# ---- design 1 ----
<file path="config.mk">
export PLATFORM = sky130hd
export DESIGN_NAME = ws2812_rx
export DESIGN_NICKNAME = d
export VERILOG_FILES = /design/src/rtl/ws2812_pkg.sv /design/src/rtl/ws2812_pulse_meas.sv /design/src/rtl/ws2812_rx.sv
export SDC_FILE = /design/constraint.sdc
export NUM_CORES = 1
export LEC_CHECK = 0
export ABC_AREA = 0
export CORE_MARGIN = 2
export CORE_UTILIZATION = 35
export CTS_CLUSTER_DIAMETER = 150
export DETAILED_ROUTE_END_ITERATION = 10
export SYNTH_ARGS = -nofsm -noshare
export SYNTH_HDL_FRONTEND = slang
export SYNTH_HIERARCHICAL = 1
export SYNTH_SLANG_ARGS = --single-unit
export TNS_END_PERCENT = 100
</file>
<file path="constraint.sdc">
create_clock -name clock -period 1.7 [get_ports clock]
set_input_delay 0.34 -clock clock [delete_from_list [all_inputs] [get_ports clock]]
set_output_delay 0.34 -clock clock [all_outputs]
set_load 0.005 [all_outputs]
</file>
<file path="src/rtl/ws2812_pkg.sv">
// Shared WS2812 definitions for the transmit and receive paths.
// - ns_to_cycles: converts a line-timing figure in ns to clock cycles.
// - default timing localparams (T0H/T1H/bit period/latch) at 20 MHz.
// - pixel byte-order helpers between wire order and the packed pixel word.
// - receiver state enum.
package ws2812_pkg;

  localparam int unsigned DefClkFreq = 20_000_000;

  // The clock is reduced to whole MHz first so the product cannot overflow 32 bits.
  function automatic int unsigned ns_to_cycles(input int unsigned clk_freq,
                                               input int unsigned ns);
    return ((clk_freq / 1_000_000) * ns) / 1000;
  endfunction

  localparam int unsigned T0hCycles   = ns_to_cycles(DefClkFreq, 400);
  localparam int unsigned T1hCycles   = ns_to_cycles(DefClkFreq, 800);
  localparam int unsigned BitCycles   = ns_to_cycles(DefClkFreq, 1250);
  localparam int unsigned LatchCycles = ns_to_cycles(DefClkFreq, 50_000);

  typedef enum logic [1:0] {
    StWaitIdle,
    StIdle,
    StHigh,
    StLow
  } rx_state_e;

  // Wire order is {first, second, third} byte; the packed word keeps the
  // second byte on top, the first in the middle and the third at the bottom.
  function automatic logic [23:0] wire_to_word(input logic [23:0] w);
    return {w[15:8], w[23:16], w[7:0]};
  endfunction

  function automatic logic [23:0] word_to_wire(input logic [23:0] p);
    return {p[15:8], p[23:16], p[7:0]};
  endfunction

endpackage

</file>
<file path="src/rtl/ws2812_pulse_meas.sv">
// Line front end for the WS2812 receiver: 2-flop synchronizer, edge detect
// and saturating high/low run-length counters.
// Ports:
//   clock, reset  - system clock, synchronous active-high reset
//   din           - asynchronous serial line
//   keep_lo       - 0: any high sample clears the low counter (idle hunting)
//                   1: glitch highs leave the low counter running
//   rise          - synchronized line just went high
//   pulse_done    - synchronized line just went low; width is valid
//   width         - length in cycles of the high pulse that just ended
//   low_timeout   - line has been low for LATCH_CYCLES cycles (one-cycle strobe)
module ws2812_pulse_meas #(
  parameter int unsigned MIN_HIGH     = 3,
  parameter int unsigned LATCH_CYCLES = 1000
) (
  input  logic        clock,
  input  logic        reset,
  input  logic        din,
  input  logic        keep_lo,
  output logic        rise,
  output logic        pulse_done,
  output logic [10:0] width,
  output logic        low_timeout
);

  localparam logic [10:0] CntMax   = '1;
  localparam logic [10:0] MinHigh  = 11'(MIN_HIGH);
  localparam logic [10:0] LatchCnt = 11'(LATCH_CYCLES);

  logic        s1_q, s2_q, s3_q;
  logic [10:0] hi_q, hi_d;
  logic [10:0] lo_q, lo_d;
  logic        fall;

  function automatic logic [10:0] sat_inc(input logic [10:0] v);
    return (v == CntMax) ? v : v + 11'd1;
  endfunction

  always_ff @(posedge clock) begin
    if (reset) begin
      s1_q <= 1'b0;
      s2_q <= 1'b0;
      s3_q <= 1'b0;
      hi_q <= '0;
      lo_q <= '0;
    end else begin
      s1_q <= din;
      s2_q <= s1_q;
      s3_q <= s2_q;
      hi_q <= hi_d;
      lo_q <= lo_d;
    end
  end

  always_comb begin
    rise = s2_q & ~s3_q;
    fall = ~s2_q & s3_q;

    hi_d = hi_q;
    if (s2_q) begin
      hi_d = s3_q ? sat_inc(hi_q) : 11'd1;
    end

    // A glitch falling edge keeps the low run going; a real pulse restarts it.
    if (s2_q) begin
      lo_d = keep_lo ? lo_q : '0;
    end else if (fall && (hi_q >= MinHigh)) begin
      lo_d = 11'd1;
    end else begin
      lo_d = sat_inc(lo_q);
    end
  end

  assign pulse_done  = fall;
  assign width       = hi_q;
  assign low_timeout = ~s2_q && (lo_q == LatchCnt);

endmodule

</file>
<file path="src/rtl/ws2812_rx.sv">
// WS2812 NRZ receiver: classifies high pulses into bits, assembles 24-bit
// pixels in receive order and flags the frame boundary on the latch gap.
// Ports:
//   clock, reset  - system clock, synchronous active-high reset
//   din           - asynchronous serial line
//   pix_valid     - one-cycle strobe, pix_data/pix_index valid
//   pix_data      - packed pixel word (wire_to_word of the three wire bytes)
//   pix_index     - 0-based pixel position in the frame
//   frame_done    - one-cycle strobe on the latch gap
//   pix_count     - pixels delivered in the frame just ended
//   err           - sticky error (over-long high, partial pixel, overflow)
module ws2812_rx
  import ws2812_pkg::*;
#(
  parameter int unsigned CLK_FREQ     = DefClkFreq,
  parameter int unsigned NUM_LEDS     = 256,
  parameter int unsigned BIT_THRESH   = ns_to_cycles(CLK_FREQ, 600),
  parameter int unsigned MIN_HIGH     = ns_to_cycles(CLK_FREQ, 150),
  parameter int unsigned MAX_HIGH     = ns_to_cycles(CLK_FREQ, 1500),
  parameter int unsigned LATCH_CYCLES = ns_to_cycles(CLK_FREQ, 50_000)
) (
  input  logic                        clock,
  input  logic                        reset,
  input  logic                        din,
  output logic                        pix_valid,
  output logic [23:0]                 pix_data,
  output logic [$clog2(NUM_LEDS):0]   pix_index,
  output logic                        frame_done,
  output logic [$clog2(NUM_LEDS):0]   pix_count,
  output logic                        err
);

  localparam int unsigned IdxW      = $clog2(NUM_LEDS) + 1;
  localparam logic [10:0] MinHigh   = 11'(MIN_HIGH);
  localparam logic [10:0] MaxHigh   = 11'(MAX_HIGH);
  localparam logic [10:0] BitThresh = 11'(BIT_THRESH);
  localparam logic [IdxW-1:0] PixMax = IdxW'(NUM_LEDS);

  logic        rise, pulse_done, low_timeout;
  logic [10:0] width;

  rx_state_e       state_q, state_d;
  logic            from_low_q, from_low_d;
  logic [23:0]     sr_q, sr_d;
  logic [4:0]      bit_cnt_q, bit_cnt_d;
  logic [IdxW-1:0] pix_cnt_q, pix_cnt_d;
  logic            pix_valid_q, pix_valid_d;
  logic [23:0]     pix_data_q, pix_data_d;
  logic [IdxW-1:0] pix_index_q, pix_index_d;
  logic            frame_done_q, frame_done_d;
  logic [IdxW-1:0] pix_count_q, pix_count_d;
  logic            err_q, err_d;

  ws2812_pulse_meas #(
    .MIN_HIGH     (MIN_HIGH),
    .LATCH_CYCLES (LATCH_CYCLES)
  ) u_meas (
    .clock       (clock),
    .reset       (reset),
    .din         (din),
    .keep_lo     (state_q != StWaitIdle),
    .rise        (rise),
    .pulse_done  (pulse_done),
    .width       (width),
    .low_timeout (low_timeout)
  );

  always_ff @(posedge clock) begin
    if (reset) begin
      state_q      <= StWaitIdle;
      from_low_q   <= 1'b0;
      sr_q         <= '0;
      bit_cnt_q    <= '0;
      pix_cnt_q    <= '0;
      pix_valid_q  <= 1'b0;
      pix_data_q   <= '0;
      pix_index_q  <= '0;
      frame_done_q <= 1'b0;
      pix_count_q  <= '0;
      err_q        <= 1'b0;
    end else begin
      state_q      <= state_d;
      from_low_q   <= from_low_d;
      sr_q         <= sr_d;
      bit_cnt_q    <= bit_cnt_d;
      pix_cnt_q    <= pix_cnt_d;
      pix_valid_q  <= pix_valid_d;
      pix_data_q   <= pix_data_d;
      pix_index_q  <= pix_index_d;
      frame_done_q <= frame_done_d;
      pix_count_q  <= pix_count_d;
      err_q        <= err_d;
    end
  end

  always_comb begin
    state_d      = state_q;
    from_low_d   = from_low_q;
    sr_d         = sr_q;
    bit_cnt_d    = bit_cnt_q;
    pix_cnt_d    = pix_cnt_q;
    pix_valid_d  = 1'b0;
    pix_data_d   = pix_data_q;
    pix_index_d  = pix_index_q;
    frame_done_d = 1'b0;
    pix_count_d  = pix_count_q;
    err_d        = err_q;

    // Pixel completion runs the cycle after the 24th bit lands; no other bit
    // event can occur in that cycle since a new rise must come first.
    if (bit_cnt_q == 5'd24) begin
      bit_cnt_d = '0;
      if (pix_cnt_q == PixMax) begin
        err_d = 1'b1;
      end else begin
        pix_valid_d = 1'b1;
        pix_data_d  = wire_to_word(sr_q);
        pix_index_d = pix_cnt_q;
        pix_cnt_d   = pix_cnt_q + IdxW'(1);
      end
    end

    case (state_q)
      StWaitIdle: begin
        if (low_timeout) begin
          state_d   = StIdle;
          pix_cnt_d = '0;
          bit_cnt_d = '0;
        end
      end
      StIdle: begin
        if (rise) begin
          state_d    = StHigh;
          from_low_d = 1'b0;
        end
      end
      StHigh: begin
        if (pulse_done) begin
          if (width < MinHigh) begin
            state_d = from_low_q ? StLow : StIdle;
          end else if (width > MaxHigh) begin
            err_d     = 1'b1;
            bit_cnt_d = '0;
            state_d   = StWaitIdle;
          end else begin
            sr_d      = {sr_q[22:0], width >= BitThresh};
            bit_cnt_d = bit_cnt_q + 5'd1;
            state_d   = StLow;
          end
        end
      end
      StLow: begin
        if (rise) begin
          state_d    = StHigh;
          from_low_d = 1'b1;
        end else if (low_timeout) begin
          frame_done_d = 1'b1;
          pix_count_d  = pix_cnt_q;
          pix_cnt_d    = '0;
          bit_cnt_d    = '0;
          if (bit_cnt_q != 5'd0) begin
            err_d = 1'b1;
          end
          state_d = StIdle;
        end
      end
      default: state_d = StWaitIdle;
    endcase
  end

  assign pix_valid  = pix_valid_q;
  assign pix_data   = pix_data_q;
  assign pix_index  = pix_index_q;
  assign frame_done = frame_done_q;
  assign pix_count  = pix_count_q;
  assign err        = err_q;

endmodule

</file>
# ---- design 2 ----
[config.mk]
export PLATFORM = sky130hd
export DESIGN_NAME = button_event_arbiter
export DESIGN_NICKNAME = d
export VERILOG_FILES = /design/src/rtl/button_event_arbiter_pkg.sv /design/src/rtl/button_event_arbiter_rr_arbiter.sv /design/src/rtl/button_event_arbiter.sv
export SDC_FILE = /design/constraint.sdc
export NUM_CORES = 1
export LEC_CHECK = 0
export ABC_CLOCK_PERIOD_IN_PS = 5250
export CAP_MARGIN = 20
export CORE_MARGIN = 2
export CORE_UTILIZATION = 45
export DETAILED_ROUTE_END_ITERATION = 6
export SLEW_MARGIN = 20
export SYNTH_ARGS = -nofsm -noshare
export SYNTH_HDL_FRONTEND = slang
export SYNTH_HIERARCHICAL = 1
export SYNTH_SLANG_ARGS = --single-unit
[constraint.sdc]
create_clock -name clk -period 5.25 [get_ports clk]
set_clock_uncertainty 0.2 [all_clocks]
set_input_delay 0.7875 -clock clk [delete_from_list [all_inputs] [get_ports clk]]
set_output_delay 0.7875 -clock clk [all_outputs]
set_load 0.01 [all_outputs]
[src/rtl/button_event_arbiter_pkg.sv]
// Shared definitions for the button event arbiter.
//   - default sizing for the requester count, queue depth and id width
//   - button index constants for the ZedBoard push buttons
package button_event_arbiter_pkg;

   localparam int N_BTN_DEF      = 5;
   localparam int FIFO_DEPTH_DEF = 4;
   localparam int ID_W_DEF       = 3;

   localparam int BTN_U = 0;
   localparam int BTN_D = 1;
   localparam int BTN_L = 2;
   localparam int BTN_R = 3;
   localparam int BTN_C = 4;

endpackage

[src/rtl/button_event_arbiter_rr_arbiter.sv]
// Round-robin arbiter for the button event arbiter.
//   req   : pending request vector, bit i = button i
//   ptr   : index where the search starts; the search wraps N_BTN-1 -> 0
//   grant : one-hot grant, zero when req is zero
//   id    : encoded index of the granted bit, zero when nothing is granted
module rr_arbiter
   import button_event_arbiter_pkg::*;
#(
   parameter int N_BTN = N_BTN_DEF,
   parameter int ID_W  = ID_W_DEF
) (
   input  logic [N_BTN-1:0] req,
   input  logic [ID_W-1:0]  ptr,
   output logic [N_BTN-1:0] grant,
   output logic [ID_W-1:0]  id
);

   always_comb begin
      logic            found;
      int              pos;
      logic [ID_W-1:0] idx;
      grant = '0;
      id    = '0;
      found = 1'b0;
      pos   = 0;
      idx   = '0;
      for (int i = 0; i < N_BTN; i++) begin
         pos = int'(ptr) + i;
         if (pos >= N_BTN) pos = pos - N_BTN;
         idx = ID_W'(pos);
         if (!found && req[idx]) begin
            found      = 1'b1;
            grant[idx] = 1'b1;
            id         = idx;
         end
      end
   end

endmodule

[src/rtl/button_event_arbiter.sv]
// Button event arbiter: merges one-clock press pulses from N_BTN debouncers
// into a single first-word-fall-through event queue.
//   clk, rst_n    : clock, asynchronous active-low reset
//   btn_pulse     : one-clock press pulses, bit i = button i
//   evt_valid     : queue head valid
//   evt_ready     : consumer accepts the head
//   evt_id        : button index of the head event (stale when evt_valid=0)
//   pending       : latched requests not yet written into the queue
//   fifo_level    : number of queued events, 0..FIFO_DEPTH
//   overflow      : sticky flag, a press was coalesced and therefore lost
//   clr_overflow  : synchronous clear of overflow (a new loss wins)
module button_event_arbiter
   import button_event_arbiter_pkg::*;
#(
   parameter int N_BTN      = N_BTN_DEF,
   parameter int FIFO_DEPTH = FIFO_DEPTH_DEF,
   parameter int ID_W       = ID_W_DEF
) (
   input  logic                            clk,
   input  logic                            rst_n,
   input  logic [N_BTN-1:0]                btn_pulse,
   output logic                            evt_valid,
   input  logic                            evt_ready,
   output logic [ID_W-1:0]                 evt_id,
   output logic [N_BTN-1:0]                pending,
   output logic [$clog2(FIFO_DEPTH+1)-1:0] fifo_level,
   output logic                            overflow,
   input  logic                            clr_overflow
);

   localparam int LVL_W = $clog2(FIFO_DEPTH + 1);
   localparam int PTR_W = $clog2(FIFO_DEPTH);

   logic [N_BTN-1:0] pending_q, pending_d;
   logic [ID_W-1:0]  ptr_q, ptr_d;
   logic             overflow_q, overflow_d;
   logic [LVL_W-1:0] level_q, level_d;
   logic [PTR_W-1:0] wr_ptr_q, wr_ptr_d;
   logic [PTR_W-1:0] rd_ptr_q, rd_ptr_d;
   logic [ID_W-1:0]  mem_q [FIFO_DEPTH];

   logic [N_BTN-1:0] arb_grant;
   logic [ID_W-1:0]  arb_id;
   logic [N_BTN-1:0] grant;
   logic             room;
   logic             push;
   logic             pop;
   logic             lost;

   rr_arbiter #(
      .N_BTN (N_BTN),
      .ID_W  (ID_W)
   ) u_rr_arbiter (
      .req   (pending_q),
      .ptr   (ptr_q),
      .grant (arb_grant),
      .id    (arb_id)
   );

   always_comb begin
      // Space is judged on the registered level only, so a pop in the same
      // cycle never lets a grant through into a full queue.
      room       = (level_q != LVL_W'(FIFO_DEPTH));
      push       = room && (pending_q != '0);
      grant      = room ? arb_grant : '0;
      pop        = (level_q != '0) && evt_ready;

      // A press landing on a bit that stays pending collapses into the
      // existing request; a press on the bit granted now is a fresh request.
      pending_d  = (pending_q & ~grant) | btn_pulse;
      lost       = |(btn_pulse & pending_q & ~grant);
      overflow_d = lost ? 1'b1 : (clr_overflow ? 1'b0 : overflow_q);

      ptr_d = ptr_q;
      if (push) ptr_d = (arb_id == ID_W'(N_BTN - 1)) ? '0 : arb_id + 1'b1;

      wr_ptr_d = push ? wr_ptr_q + 1'b1 : wr_ptr_q;
      rd_ptr_d = pop  ? rd_ptr_q + 1'b1 : rd_ptr_q;

      level_d = level_q;
      case ({push, pop})
         2'b10:   level_d = level_q + 1'b1;
         2'b01:   level_d = level_q - 1'b1;
         default: level_d = level_q;
      endcase
   end

   always_ff @(posedge clk or negedge rst_n) begin
      if (!rst_n) begin
         pending_q  <= '0;
         ptr_q      <= '0;
         overflow_q <= 1'b0;
         level_q    <= '0;
         wr_ptr_q   <= '0;
         rd_ptr_q   <= '0;
         for (int i = 0; i < FIFO_DEPTH; i++) mem_q[i] <= '0;
      end else begin
         pending_q  <= pending_d;
         ptr_q      <= ptr_d;
         overflow_q <= overflow_d;
         level_q    <= level_d;
         wr_ptr_q   <= wr_ptr_d;
         rd_ptr_q   <= rd_ptr_d;
         if (push) mem_q[wr_ptr_q] <= arb_id;
      end
   end

   assign evt_valid  = (level_q != '0);
   assign evt_id     = mem_q[rd_ptr_q];
   assign pending    = pending_q;
   assign fifo_level = level_q;
   assign overflow   = overflow_q;

endmodule

# ---- design 3 ----
`src/rtl/memory_access_pkg.sv`:
```
// Shared constants for the RV32I MEM stage: opcodes, access sizes, FSM states.
// Optional misalignment trapping is selected with MEM_MISALIGN_TRAP_EN.
`ifndef XLEN
`define XLEN 32
`endif
`ifndef REG_ADDR_WIDTH
`define REG_ADDR_WIDTH 5
`endif

package memory_access_pkg;

    localparam logic [6:0] OPC_LOAD  = 7'b0000011;
    localparam logic [6:0] OPC_STORE = 7'b0100011;

    localparam logic [1:0] SIZE_B = 2'b00;
    localparam logic [1:0] SIZE_H = 2'b01;
    localparam logic [1:0] SIZE_W = 2'b10;

    typedef enum logic [1:0] {
        IDLE = 2'd0,
        WAIT = 2'd1,
        RESP = 2'd2
    } mem_state_t;

    localparam logic [1:0] S_IDLE = IDLE;
    localparam logic [1:0] S_WAIT = WAIT;
    localparam logic [1:0] S_RESP = RESP;

    // Halfwords need 2-byte alignment, words 4-byte alignment.
    function automatic logic is_misaligned(input logic [1:0] size, input logic [1:0] off);
        logic mis;
        case (size)
            SIZE_H:  mis = off[0];
            SIZE_W:  mis = (off != 2'b00);
            default: mis = 1'b0;
        endcase
        return mis;
    endfunction

endpackage

```
`src/rtl/memory_access_if.sv`:
```
// Data-memory bus between the MEM stage (master) and the data memory (slave).
interface memory_access_if #(parameter int XLEN = 32);
    logic            dmem_req;
    logic            dmem_we;
    logic [XLEN-1:0] dmem_addr;
    logic [XLEN-1:0] dmem_wdata;
    logic [3:0]      dmem_be;
    logic            dmem_ready;
    logic            dmem_rvalid;
    logic [XLEN-1:0] dmem_rdata;

    modport master (
        output dmem_req, dmem_we, dmem_addr, dmem_wdata, dmem_be,
        input  dmem_ready, dmem_rvalid, dmem_rdata
    );

    modport slave (
        input  dmem_req, dmem_we, dmem_addr, dmem_wdata, dmem_be,
        output dmem_ready, dmem_rvalid, dmem_rdata
    );
endinterface

```
`src/rtl/memory_access_load_align.sv`:
```
// Load lane selection and sign/zero extension from the returned data word.
module memory_access_load_align
    import memory_access_pkg::*;
#(
    parameter int XLEN = 32
) (
    input  logic [XLEN-1:0] rdata,
    input  logic [1:0]      offset,
    input  logic [2:0]      funct3,
    output logic [XLEN-1:0] data
);

    logic [7:0]  byte_s;
    logic [15:0] half_s;

    // Pick the addressed lane, then extend according to funct3[2].
    always_comb begin
        case (offset)
            2'b00:   byte_s = rdata[7:0];
            2'b01:   byte_s = rdata[15:8];
            2'b10:   byte_s = rdata[23:16];
            2'b11:   byte_s = rdata[31:24];
            default: byte_s = rdata[7:0];
        endcase
        if (offset[1]) begin
            half_s = rdata[31:16];
        end else begin
            half_s = rdata[15:0];
        end
        case (funct3[1:0])
            SIZE_B:  data = {{(XLEN-8){byte_s[7] & ~funct3[2]}}, byte_s};
            SIZE_H:  data = {{(XLEN-16){half_s[15] & ~funct3[2]}}, half_s};
            default: data = rdata;
        endcase
    end

endmodule

```
`src/rtl/memory_access.sv`:
```
// RV32I MEM stage: data-memory handshake, store steering, load alignment, MEM/WB regs.
// Define MEM_MISALIGN_TRAP_EN to flag misaligned accesses instead of issuing them.
module memory_access
    import memory_access_pkg::*;
#(
    parameter int XLEN = `XLEN
) (
    input  logic                       clk,
    input  logic                       rst_n,
    input  logic                       valid_mem,
    input  logic [XLEN-1:0]            pc_mem,
    input  logic [XLEN-1:0]            alu_mem,
    input  logic [XLEN-1:0]            rs2_mem,
    input  logic [XLEN-1:0]            instr_mem,
    input  logic [`REG_ADDR_WIDTH-1:0] rd_addr_mem,
    output logic [XLEN-1:0]            forward_mem,
    output logic                       stall_mem,
    memory_access_if.master            dmem,
    output logic                       valid_wb,
    output logic [XLEN-1:0]            pc_wb,
    output logic [XLEN-1:0]            alu_wb,
    output logic [XLEN-1:0]            instr_wb,
    output logic [XLEN-1:0]            mem_data_wb,
    output logic [`REG_ADDR_WIDTH-1:0] rd_addr_wb
`ifdef MEM_MISALIGN_TRAP_EN
    ,
    output logic                       misalign_wb
`endif
);

    logic [6:0]      opcode_s;
    logic [2:0]      funct3_s;
    logic            is_load_s;
    logic            is_store_s;
    logic            misal_s;
    logic            mem_op_s;
    logic [XLEN-1:0] wdata_s;
    logic [3:0]      be_s;
    logic [XLEN-1:0] load_data_s;

    logic [1:0] state_q, state_d;
    logic [1:0] off_q, off_d;
    logic       req_s;
    logic       stall_s;
    logic       commit_s;
    logic       load_done_s;

    logic                       valid_wb_q, valid_wb_d;
    logic [XLEN-1:0]            pc_wb_q, pc_wb_d;
    logic [XLEN-1:0]            alu_wb_q, alu_wb_d;
    logic [XLEN-1:0]            instr_wb_q, instr_wb_d;
    logic [XLEN-1:0]            mem_data_wb_q, mem_data_wb_d;
    logic [`REG_ADDR_WIDTH-1:0] rd_addr_wb_q, rd_addr_wb_d;
    logic                       misalign_wb_q, misalign_wb_d;

    // Instruction decode and misalignment detection.
    always_comb begin
        opcode_s   = instr_mem[6:0];
        funct3_s   = instr_mem[14:12];
        is_load_s  = valid_mem & (opcode_s == OPC_LOAD);
        is_store_s = valid_mem & (opcode_s == OPC_STORE);
`ifdef MEM_MISALIGN_TRAP_EN
        misal_s    = (is_load_s | is_store_s) & is_misaligned(funct3_s[1:0], alu_mem[1:0]);
`else
        misal_s    = 1'b0;
`endif
        mem_op_s   = (is_load_s | is_store_s) & ~misal_s;
    end

    // Store data replication and byte-enable generation.
    always_comb begin
        case (funct3_s[1:0])
            SIZE_B: begin
                wdata_s = {4{rs2_mem[7:0]}};
                be_s    = 4'b0001 << alu_mem[1:0];
            end
            SIZE_H: begin
                wdata_s = {2{rs2_mem[15:0]}};
                be_s    = 4'b0011 << {alu_mem[1], 1'b0};
            end
            default: begin
                wdata_s = rs2_mem;
                be_s    = 4'b1111;
            end
        endcase
        if (is_store_s) begin
            be_s = be_s;
        end else begin
            be_s = 4'b1111;
        end
    end

    // Access FSM: the upstream stages stay frozen while stall_s is high.
    always_comb begin
        state_d     = state_q;
        off_d       = off_q;
        req_s       = 1'b0;
        stall_s     = 1'b0;
        commit_s    = 1'b0;
        load_done_s = 1'b0;
        case (state_q)
            S_IDLE: begin
                if (mem_op_s) begin
                    req_s = 1'b1;
                    if (dmem.dmem_ready) begin
                        if (is_store_s) begin
                            commit_s = 1'b1;
                        end else begin
                            state_d = S_RESP;
                            stall_s = 1'b1;
                            off_d   = alu_mem[1:0];
                        end
                    end else begin
                        state_d = S_WAIT;
                        stall_s = 1'b1;
                    end
                end else begin
                    commit_s = 1'b1;
                end
            end
            S_WAIT: begin
                req_s = 1'b1;
                if (dmem.dmem_ready) begin
                    if (is_store_s) begin
                        state_d  = S_IDLE;
                        commit_s = 1'b1;
                    end else begin
                        state_d = S_RESP;
                        stall_s = 1'b1;
                        off_d   = alu_mem[1:0];
                    end
                end else begin
                    stall_s = 1'b1;
                end
            end
            S_RESP: begin
                if (dmem.dmem_rvalid) begin
                    state_d     = S_IDLE;
                    commit_s    = 1'b1;
                    load_done_s = 1'b1;
                end else begin
                    stall_s = 1'b1;
                end
            end
            default: begin
                state_d = S_IDLE;
            end
        endcase
    end

    memory_access_load_align #(.XLEN(XLEN)) u_load_align (
        .rdata  (dmem.dmem_rdata),
        .offset (off_q),
        .funct3 (funct3_s),
        .data   (load_data_s)
    );

    // MEM/WB next-state: commit the slot once, otherwise insert a bubble.
    always_comb begin
        if (commit_s) begin
            valid_wb_d    = valid_mem;
            pc_wb_d       = pc_mem;
            alu_wb_d      = alu_mem;
            instr_wb_d    = instr_mem;
            rd_addr_wb_d  = rd_addr_mem;
            misalign_wb_d = misal_s;
            if (load_done_s) begin
                mem_data_wb_d = load_data_s;
            end else begin
                mem_data_wb_d = {XLEN{1'b0}};
            end
        end else begin
            valid_wb_d    = 1'b0;
            pc_wb_d       = {XLEN{1'b0}};
            alu_wb_d      = {XLEN{1'b0}};
            instr_wb_d    = {XLEN{1'b0}};
            rd_addr_wb_d  = {`REG_ADDR_WIDTH{1'b0}};
            misalign_wb_d = 1'b0;
            mem_data_wb_d = {XLEN{1'b0}};
        end
    end

    // State and MEM/WB registers.
    always_ff @(posedge clk or negedge rst_n) begin
        if (!rst_n) begin
            state_q       <= S_IDLE;
            off_q         <= 2'b00;
            valid_wb_q    <= 1'b0;
            pc_wb_q       <= {XLEN{1'b0}};
            alu_wb_q      <= {XLEN{1'b0}};
            instr_wb_q    <= {XLEN{1'b0}};
            mem_data_wb_q <= {XLEN{1'b0}};
            rd_addr_wb_q  <= {`REG_ADDR_WIDTH{1'b0}};
            misalign_wb_q <= 1'b0;
        end else begin
            state_q       <= state_d;
            off_q         <= off_d;
            valid_wb_q    <= valid_wb_d;
            pc_wb_q       <= pc_wb_d;
            alu_wb_q      <= alu_wb_d;
            instr_wb_q    <= instr_wb_d;
            mem_data_wb_q <= mem_data_wb_d;
            rd_addr_wb_q  <= rd_addr_wb_d;
            misalign_wb_q <= misalign_wb_d;
        end
    end

    assign forward_mem     = alu_mem;
    assign stall_mem       = stall_s;
    assign dmem.dmem_req   = req_s;
    assign dmem.dmem_we    = is_store_s;
    assign dmem.dmem_addr  = {alu_mem[XLEN-1:2], 2'b00};
    assign dmem.dmem_wdata = wdata_s;
    assign dmem.dmem_be    = be_s;

    assign valid_wb    = valid_wb_q;
    assign pc_wb       = pc_wb_q;
    assign alu_wb      = alu_wb_q;
    assign instr_wb    = instr_wb_q;
    assign mem_data_wb = mem_data_wb_q;
    assign rd_addr_wb  = rd_addr_wb_q;
`ifdef MEM_MISALIGN_TRAP_EN
    assign misalign_wb = misalign_wb_q;
`else
    logic unused_misal_s;
    assign unused_misal_s = misalign_wb_q;
`endif

endmodule

```
`src/flat_wrapper.sv`:
```
// flat-port wrapper written by rule: the top's interface ports become plain ports
module memory_access_flat import memory_access_pkg::*;
#(
    parameter int XLEN = `XLEN
)
  (clk, rst_n, valid_mem, pc_mem, alu_mem, rs2_mem, instr_mem, rd_addr_mem, forward_mem, stall_mem, valid_wb, pc_wb, alu_wb, instr_wb, mem_data_wb, rd_addr_wb, dmem_dmem_req, dmem_dmem_we, dmem_dmem_addr, dmem_dmem_wdata, dmem_dmem_be, dmem_dmem_ready, dmem_dmem_rvalid, dmem_dmem_rdata);
  memory_access_if #(.XLEN(XLEN)) dmem_i ();
  input  logic clk;
  input  logic rst_n;
  input  logic valid_mem;
  input  logic [XLEN-1:0] pc_mem;
  input  logic [XLEN-1:0] alu_mem;
  input  logic [XLEN-1:0] rs2_mem;
  input  logic [XLEN-1:0] instr_mem;
  input  logic [`REG_ADDR_WIDTH-1:0] rd_addr_mem;
  output logic [XLEN-1:0] forward_mem;
  output logic stall_mem;
  output logic valid_wb;
  output logic [XLEN-1:0] pc_wb;
  output logic [XLEN-1:0] alu_wb;
  output logic [XLEN-1:0] instr_wb;
  output logic [XLEN-1:0] mem_data_wb;
  output logic [`REG_ADDR_WIDTH-1:0] rd_addr_wb;
  output wire logic [$bits(dmem_i.dmem_req)-1:0] dmem_dmem_req;
  output wire logic [$bits(dmem_i.dmem_we)-1:0] dmem_dmem_we;
  output wire logic [$bits(dmem_i.dmem_addr)-1:0] dmem_dmem_addr;
  output wire logic [$bits(dmem_i.dmem_wdata)-1:0] dmem_dmem_wdata;
  output wire logic [$bits(dmem_i.dmem_be)-1:0] dmem_dmem_be;
  input wire logic [$bits(dmem_i.dmem_ready)-1:0] dmem_dmem_ready;
  input wire logic [$bits(dmem_i.dmem_rvalid)-1:0] dmem_dmem_rvalid;
  input wire logic [$bits(dmem_i.dmem_rdata)-1:0] dmem_dmem_rdata;
  assign dmem_dmem_req = dmem_i.dmem_req;
  assign dmem_dmem_we = dmem_i.dmem_we;
  assign dmem_dmem_addr = dmem_i.dmem_addr;
  assign dmem_dmem_wdata = dmem_i.dmem_wdata;
  assign dmem_dmem_be = dmem_i.dmem_be;
  assign dmem_i.dmem_ready = dmem_dmem_ready;
  assign dmem_i.dmem_rvalid = dmem_dmem_rvalid;
  assign dmem_i.dmem_rdata = dmem_dmem_rdata;
  memory_access #(.XLEN(XLEN)) u_core (.clk(clk), .rst_n(rst_n), .valid_mem(valid_mem), .pc_mem(pc_mem), .alu_mem(alu_mem), .rs2_mem(rs2_mem), .instr_mem(instr_mem), .rd_addr_mem(rd_addr_mem), .forward_mem(forward_mem), .stall_mem(stall_mem), .dmem(dmem_i), .valid_wb(valid_wb), .pc_wb(pc_wb), .alu_wb(alu_wb), .instr_wb(instr_wb), .mem_data_wb(mem_data_wb), .rd_addr_wb(rd_addr_wb));
endmodule
```
`config.mk`:
```
export PLATFORM = sky130hd
export DESIGN_NAME = memory_access_flat
export DESIGN_NICKNAME = d
export VERILOG_FILES = /design/src/rtl/memory_access_pkg.sv /design/src/rtl/memory_access_if.sv /design/src/rtl/memory_access_load_align.sv /design/src/rtl/memory_access.sv /design/src/flat_wrapper.sv
export SDC_FILE = /design/constraint.sdc
export NUM_CORES = 1
export LEC_CHECK = 0
export CAP_MARGIN = 10
export CORE_AREA = 4 4 158 160
export CTS_BUF_LIST = sky130_fd_sc_hd__clkbuf_2 sky130_fd_sc_hd__clkbuf_4 sky130_fd_sc_hd__clkbuf_8
export DETAILED_ROUTE_END_ITERATION = 16
export DIE_AREA = 0 0 162 164
export DONT_BUFFER_PORTS = 1
export SYNTH_ARGS = -nofsm -noshare
export SYNTH_HDL_FRONTEND = slang
export SYNTH_SLANG_ARGS = --single-unit
```
`constraint.sdc`:
```
create_clock -name clk -period 3.8 [get_ports clk]
set_input_delay 0.76 -clock clk [delete_from_list [all_inputs] [get_ports clk]]
set_output_delay 0.76 -clock clk [all_outputs]
set_load 0.005 [all_outputs]
```
# ---- design 4 ----
--- config.mk ---
export PLATFORM = sky130hd
export DESIGN_NAME = lru_single
export DESIGN_NICKNAME = d
export VERILOG_FILES = /design/src/rtl/lru_single.sv
export SDC_FILE = /design/constraint.sdc
export NUM_CORES = 1
export LEC_CHECK = 0
export CAP_MARGIN = 20
export CORE_AREA = 2 2 39 41
export DETAILED_ROUTE_END_ITERATION = 6
export DIE_AREA = 0 0 41 43
export HOLD_SLACK_MARGIN = 0.03
export SYNTH_ARGS = -nofsm -noshare
export SYNTH_HDL_FRONTEND = slang
export SYNTH_SLANG_ARGS = --single-unit
--- constraint.sdc ---
create_clock -name clk -period 2.1 [get_ports clk]
set_clock_uncertainty 0.1 [all_clocks]
set_input_delay 0.42 -clock clk [delete_from_list [all_inputs] [get_ports clk]]
set_output_delay 0.42 -clock clk [all_outputs]
set_load 0.005 [all_outputs]
--- src/rtl/lru_single.sv ---
// rtl/lru_single.sv - per-way age update slice for an 8-way true-LRU replacement scheme
module lru_single #(
    parameter int WIDTH = 3,
    parameter int INDEX = 0
) (
    input  logic             clk,
    input  logic             rst,
    input  logic [WIDTH-1:0] lru,
    input  logic [WIDTH-1:0] hitLRU,
    input  logic             init,
    input  logic             en,
    output logic [WIDTH-1:0] newLRU,
    output logic             newLRU_vld,
    output logic             victim
);

    localparam logic [WIDTH-1:0] INIT_AGE = WIDTH'(INDEX);

    logic [WIDTH-1:0] nxt;

    // Ways younger than the hitter age by one; the hitter becomes MRU; older ways hold.
    // The increment cannot wrap because lru < hitLRU <= all-ones.
    always_comb begin
        nxt = lru;
        if (init) begin
            nxt = INIT_AGE;
        end else if (!en) begin
            nxt = lru;
        end else if (lru == hitLRU) begin
            nxt = '0;
        end else if (lru < hitLRU) begin
            nxt = lru + 1'b1;
        end
    end

    always_ff @(posedge clk) begin
        if (!rst) begin
            newLRU     <= INIT_AGE;
            newLRU_vld <= 1'b0;
        end else begin
            newLRU     <= nxt;
            newLRU_vld <= en | init;
        end
    end

    assign victim = &lru;

endmodule


==> gallery <==
Clock wires, drivers and flops.
image #1
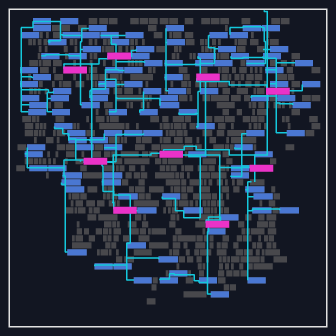
image #2
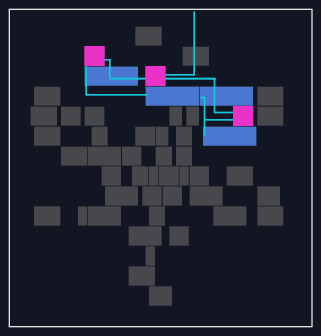
image #3
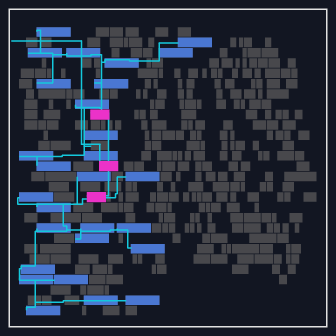
image #4
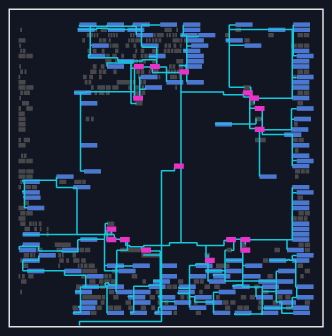
- design 1 = image #1
- design 2 = image #3
- design 3 = image #4
- design 4 = image #2
Of these, fewest sequential cells: image #2
Of these, most sequential cells: image #4

Key to image #4:
blue -> flip-flops  # count 138
cyan -> clock wires  # length 1980 um
magenta -> clock-net drivers  # count 17
routed clock nets = 18

Figure 1. Clock wiring as the flow saved it (design 3).
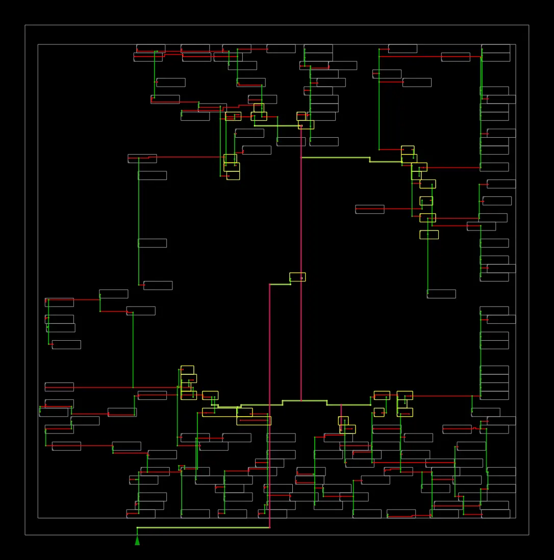
number of buffers added by the clock tree synthesis step: 17
clock tree buffer count of the final layout: 17
sink count of the clock tree: 138
largest clock skew in the final design: 20.2 ps

==> results_tabular.tex, design 3 <==
% Table of physical implementation metrics
\begin{tabular}{lr}
\hline
Metric & Value \\
\hline
\multicolumn{2}{l}{\textbf{Global route}} \\
\quad Largest net degree at the start of global routing & 139 \\
\quad Number of global-route vias before repair & 3708 \\
\multicolumn{2}{l}{\textbf{Cells and area}} \\
\quad Area grow syn2layout & 3.63\% \\
\multicolumn{2}{l}{\textbf{Setup path}} \\
\quad Critical-path maximum fanout & 4 \\
\quad Data required time of the critical path & 3040 ps \\
\multicolumn{2}{l}{\textbf{Yosys}} \\
\quad Share of the yosys chip area belonging to registers & 55.7\% \\
\quad Mean area per synthesized cell & 11.9 sq um \\
\multicolumn{2}{l}{\textbf{Route}} \\
\quad Number of detailed-route iterations in the first pass & 5 \\
\quad Detailed-route vias per instance & 4.46 \\
\multicolumn{2}{l}{\textbf{Place}} \\
\quad Area after detailed placement & 5960 sq um \\
\quad Post-detail-place hpwl & 12500 um \\
\multicolumn{2}{l}{\textbf{Clock network}} \\
\quad CTS tree & built \\
\quad Post-cts gate resize count & 0 \\
\quad Clk buf depth & 2 \\
\multicolumn{2}{l}{\textbf{Timing}} \\
\quad Actual slew at the worst max-slew pin & 742 ps \\
\quad Achievable clock frequency & 357 MHz \\
\multicolumn{2}{l}{\textbf{Status}} \\
\quad Status & completed \\
\multicolumn{2}{l}{\textbf{Floorplan}} \\
\quad Horiz. Die Dim & 162 um \\
\hline
\end{tabular}
## design 3: metal layers
metal	vias up	wire, um
met2	293	9540
met5	-	0
li1	1466	-
met3	16	1590
met1	1719	5510
met4	0	256
## design 3: cell type report
| cell class | count | area [sq um] |
|---|---|---|
| clock inverter | 15 | 193 |
| timing repair buffer | 8 | 95.1 |
| clock buffer | 17 | 234 |
| fill | 2428 | 17000 |
| sequential | 138 | 3450 |
| multi-input combinational | 283 | 2040 |
| inverter | 3 | 11.3 |
| tap | 319 | 399 |
## design 3: kinds of logic (layout without fill, tap and decap cells)
kind of cell,after synthesis,in the layout,share of synthesized area (%)
AOI/OAI and AO/OA,34,34,3.69
other,1,2,0.0605
buffers and inverters,102,43,11.7
and+or+nand+nor,211,211,22.5
DFF,138,138,55.7
muxes,36,36,6.37
## design 3: critical path, cell delays in order
cell                        delay [ps]
sky130_fd_sc_hd__or4_4             560
sky130_fd_sc_hd__o21ba_1           260
sky130_fd_sc_hd__nor2_1            270
sky130_fd_sc_hd__o2bb2ai_1         190
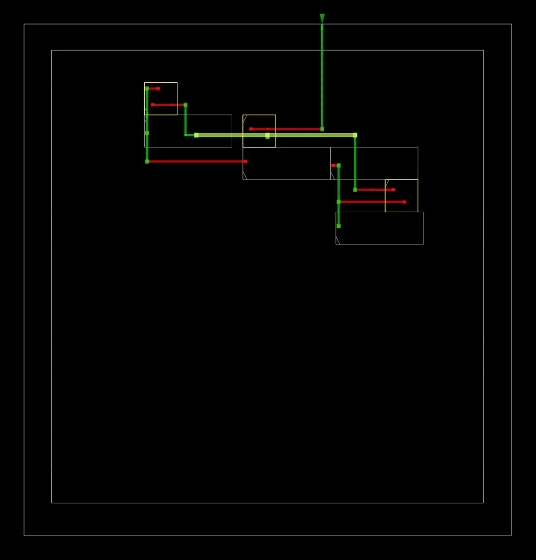
Figure 2: design 4, clock wiring as the flow saved it.
number of buffers added by the clock tree synthesis step: 3
clock tree buffer count of the final layout: 3

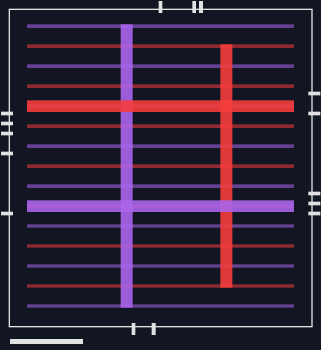
Figure 3: design 4, floorplan with the power grid.
The bar under the picture is 10 um long. Pins as bars on the die edge.
purple -> VSS
red -> VDD
met4 straps = 2
signal pins = 15
met1 rails = 15
met5 straps = 2
rows = 14
Horiz. Die Dim: 41 um
die height: 43 um
floorplan core area: 1380 sq um

==> results_tabular.tex, design 4 <==
% Table of physical implementation metrics
\begin{tabular}{lr}
\hline
Metric & Value \\
\hline
\multicolumn{2}{l}{\textbf{Status}} \\
\quad Status & completed \\
\multicolumn{2}{l}{\textbf{Floorplan}} \\
\quad Fraction of the core area occupied by cells at floorplan & 19.9\% \\
\quad Die Outline Area & 1760 sq um \\
\multicolumn{2}{l}{\textbf{Cells and area}} \\
\quad Share of layout cells above drive strength 1 & 14.0\% \\
\quad Non-clock inverter total of the final layout & 3 \\
\quad Cell type taking the most area & logic gates \\
\quad Register area & 80.1 sq um \\
\quad Layout Cell Area excl Fill & 478 sq um \\
\multicolumn{2}{l}{\textbf{Yosys}} \\
\quad Number of enable-type register cells in the synthesized netlist & 0 \\
\multicolumn{2}{l}{\textbf{Timing}} \\
\quad Post-Route Hold Slack & 649 ps \\
\multicolumn{2}{l}{\textbf{Place}} \\
\quad Area after detailed placement & 458 sq um \\
\hline
\end{tabular}
[design 4: logic make-up after synthesis]
| logic type | count (synthesis) | synth area share, % |
|---|---|---|
| compound gates | 7 | 16.4 |
| fa+ha+maj | 5 | 22.7 |
| buf+inv | 3 | 4.09 |
| flops | 4 | 29.1 |
| simple gates | 11 | 27.7 |
[design 4: final timing paths]
check,start,endpoint,slack [ps],depth (start not counted)
max,lru[0],victim,100,4
min,lru[1],newLRU[1],650,4
[design 4: state kept, by name, indices dropped and copies added, names as in the netlist]
name and cells:
newLRU 3, newLRU_vld 1
[design 4: per-layer routing]
metal  vias up  GRT usage (%)  part of all wire [%]
met3         0           6.28                   9.9
met2        13           10.6                    44
met4         0           4.00                     0
li1        155              -                     -
met5         -              0                     0
met1       126           9.29                    46
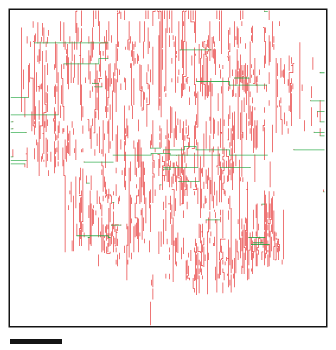
Figure 4: design 1, routed metal, one color a layer.
The bar under the picture is 20 um long. Two of the layers only.
red -> M2  # wire length 5620 um
green -> M3  # wire length 353 um

==> results_tabular.tex, design 1 <==
% Table of physical implementation metrics
\begin{tabular}{lr}
\hline
Metric & Value \\
\hline
\multicolumn{2}{l}{\textbf{Status}} \\
\quad Violated checks & negative setup slack \\
\quad Status & finished with violations \\
\multicolumn{2}{l}{\textbf{Route}} \\
\quad Post-detailed-routing wire length & 11600 um \\
\quad Number of detailed-route iterations in the first pass & 4 \\
\multicolumn{2}{l}{\textbf{Setup path}} \\
\quad Stage delay of the slowest cell on the critical path & 420 ps \\
\quad Kind of cell adding the most delay to the critical path & simple AND/OR/NAND/NOR gates \\
\multicolumn{2}{l}{\textbf{Floorplan}} \\
\quad Die Outline Area & 15000 sq um \\
\multicolumn{2}{l}{\textbf{Global route}} \\
\quad Global router's overall resource usage & 15.6\% \\
\multicolumn{2}{l}{\textbf{Timing}} \\
\quad PnR worst setup slack & -36.8 ps \\
\quad Setup-violating endpoint count in the final report & 25 \\
\multicolumn{2}{l}{\textbf{Clock network}} \\
\quad Number of buffers inserted by post-CTS setup repair & 6 \\
\multicolumn{2}{l}{\textbf{Place}} \\
\quad Placer's final routability congestion estimate & 0.859 \\
\multicolumn{2}{l}{\textbf{Cells and area}} \\
\quad Non-filler instance count after layout & 851 \\
\hline
\end{tabular}
[design 1: layout make-up]
class	instances	area, sq um	area share (%)
clock buffer	9	225	3.32
clock inverter	7	100	1.48
inverter	16	62.6	0.923
multi-input combinational	401	2750	40.6
sequential	111	2240	33.1
tap	180	225	3.32
timing repair buffer	127	1170	17.2
[design 1: cells in the final DEF (no fill, tap or decap), types with 7 or more instances in the layout]
cell and count:
sky130_fd_sc_hd__clkdlybuf4s50_1 46, sky130_fd_sc_hd__nand3_1 17, sky130_fd_sc_hd__nor2_1 76, sky130_fd_sc_hd__dfxtp_1 94, sky130_fd_sc_hd__xor2_1 14, sky130_fd_sc_hd__inv_1 11, sky130_fd_sc_hd__buf_4 70, sky130_fd_sc_hd__mux2i_1 32
sky130_fd_sc_hd__a21oi_1 43, sky130_fd_sc_hd__nand2_1 81, sky130_fd_sc_hd__dfxtp_2 17, sky130_fd_sc_hd__clkbuf_16 10, sky130_fd_sc_hd__nand4_1 7, sky130_fd_sc_hd__ha_1 9
[design 1: layer usage]
metal  vias to the layer above  track usage (%)
li1                       2159                -
met2                        59             25.7
met3                        18             3.25
met5                         -                0
met4                         0             6.18
met1                      2013             19.9
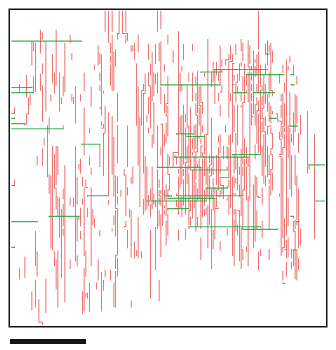
Figure 5: design 2, routed metal, one color a layer.
The bar under the picture is 20 um long. Two of the layers only.
red -> M2  # wire length 3300 um
green -> M3  # wire length 285 um

==> results_tabular.tex, design 2 <==
% Table of physical implementation metrics
\begin{tabular}{lr}
\hline
Metric & Value \\
\hline
\multicolumn{2}{l}{\textbf{Cells and area}} \\
\quad Share of layout cells above drive strength 1 & 16.2\% \\
\quad Number of inserted filler cells in the final layout & 570 \\
\multicolumn{2}{l}{\textbf{Yosys}} \\
\quad MUX area fraction & 12.0\% \\
\quad Simple logic cell fraction of the synthesized area & 21.8\% \\
\multicolumn{2}{l}{\textbf{Route}} \\
\quad Antenna viol nets, final & 0 \\
\quad Sum of met3 wire segment lengths after detailed routing & 285 um \\
\multicolumn{2}{l}{\textbf{Clock network}} \\
\quad Clk buf depth & 2 \\
\quad Number of buffers inserted by post-CTS setup repair & 0 \\
\multicolumn{2}{l}{\textbf{Timing}} \\
\quad Setup repair after global routing missed its margin & false \\
\quad Setup-violating endpoint count in the final report & 0 \\
\multicolumn{2}{l}{\textbf{Floorplan}} \\
\quad Row count & 28 \\
\multicolumn{2}{l}{\textbf{Place}} \\
\quad Placer's final routability congestion estimate & 0.874 \\
\multicolumn{2}{l}{\textbf{Status}} \\
\quad Status & completed \\
\multicolumn{2}{l}{\textbf{Setup path}} \\
\quad Number of buffers and inverters on the critical path & 2 \\
\quad Last element of the critical path & ptr\_q[0] \\
\multicolumn{2}{l}{\textbf{Global route}} \\
\quad Number of global-route vias before repair & 2472 \\
\quad GR Util met3 & 2.09\% \\
\hline
\end{tabular}
-- design 2: cells in the final DEF, fill, tap and decap left out, drive strengths merged, types with 5 or more instances in the layout --
cell	instances
nand2	33
dfrtp	28
nor2	23
clkdlybuf4s50	21
inv	21
a21oi	19
o21ai	16
ha	15
mux2	14
a211oi	13
nor3	10
a21o	10
o211ai	9
mux2i	7
nand3	7
buf	6
xnor2	5
nand2b	5
-- design 2: final cells by class --
type	count	area, sq um	area share (%)
Timing Repair Buffer	27	255	8.12
Tap cell	75	93.8	2.99
Sequential cell	28	701	22.3
Multi-Input combinational cell	252	1950	62.1
Inverter	22	87.6	2.79
Clock buffer	4	55.1	1.75
-- design 2: registers in the layout, summed over array words and instances, names as in the netlist --
name / flops
pending: 5
rd_ptr_q: 2
overflow: 1
fifo_level: 3
wr_ptr_q: 2
ptr_q: 3
mem_q: 12
-- design 2: tightest hold or removal path, stage by stage (launching register included) --
cell	delay [ps]
sky130_fd_sc_hd__dfrtp_1	350
sky130_fd_sc_hd__a32oi_1	50
sky130_fd_sc_hd__nand4_1	80


==> layout pictures side by side <==
Placed cells, one color a class.
Fill, decap, tap and diode cells in gray.
shot_01.png
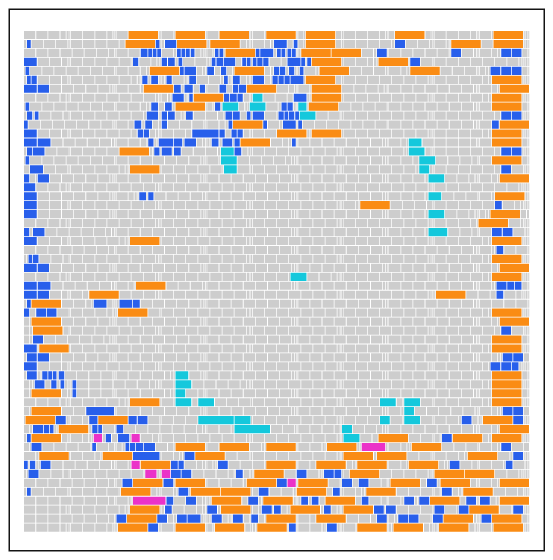
shot_02.png
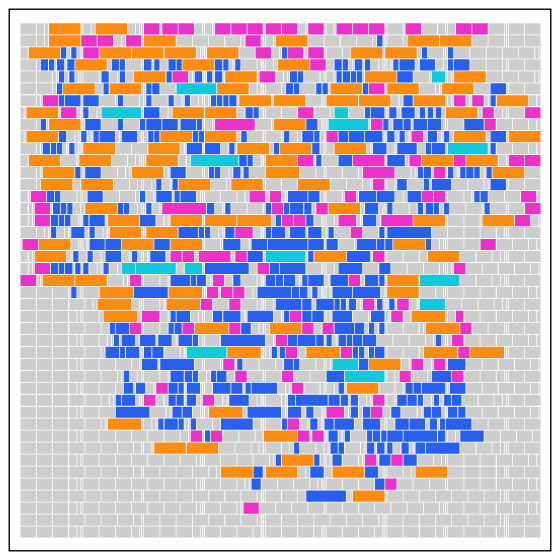
shot_03.png
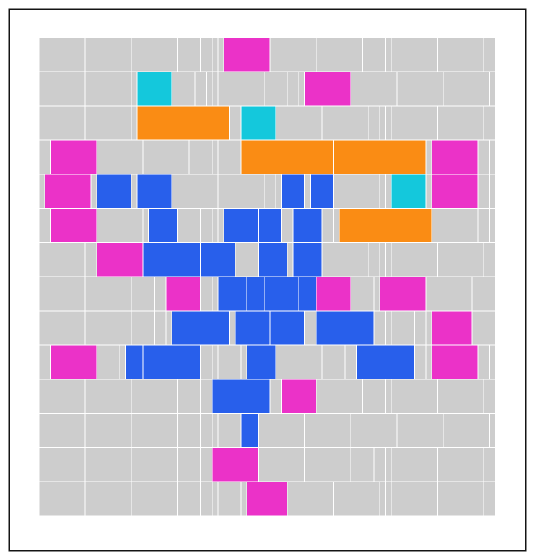
shot_04.png
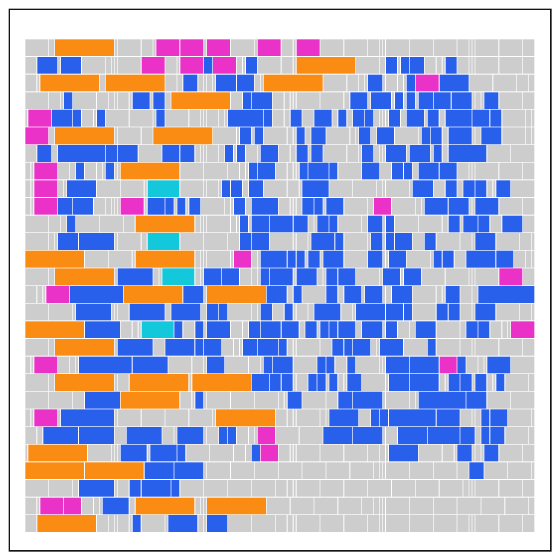
| picture | from |
|---|---|
| shot_02.png | design 1 |
| shot_04.png | design 2 |
| shot_01.png | design 3 |
| shot_03.png | design 4 |
The one with the most sequential cells is shot_01.png.
The one with the fewest sequential cells is shot_03.png.

Key to shot_04.png:
orange -> sequential cells  # cells 28
magenta -> remaining buffers and delay cells  # cells 27
blue -> remaining logic cells  # cells 274
cyan -> clock drivers and dummy loads  # cells 4

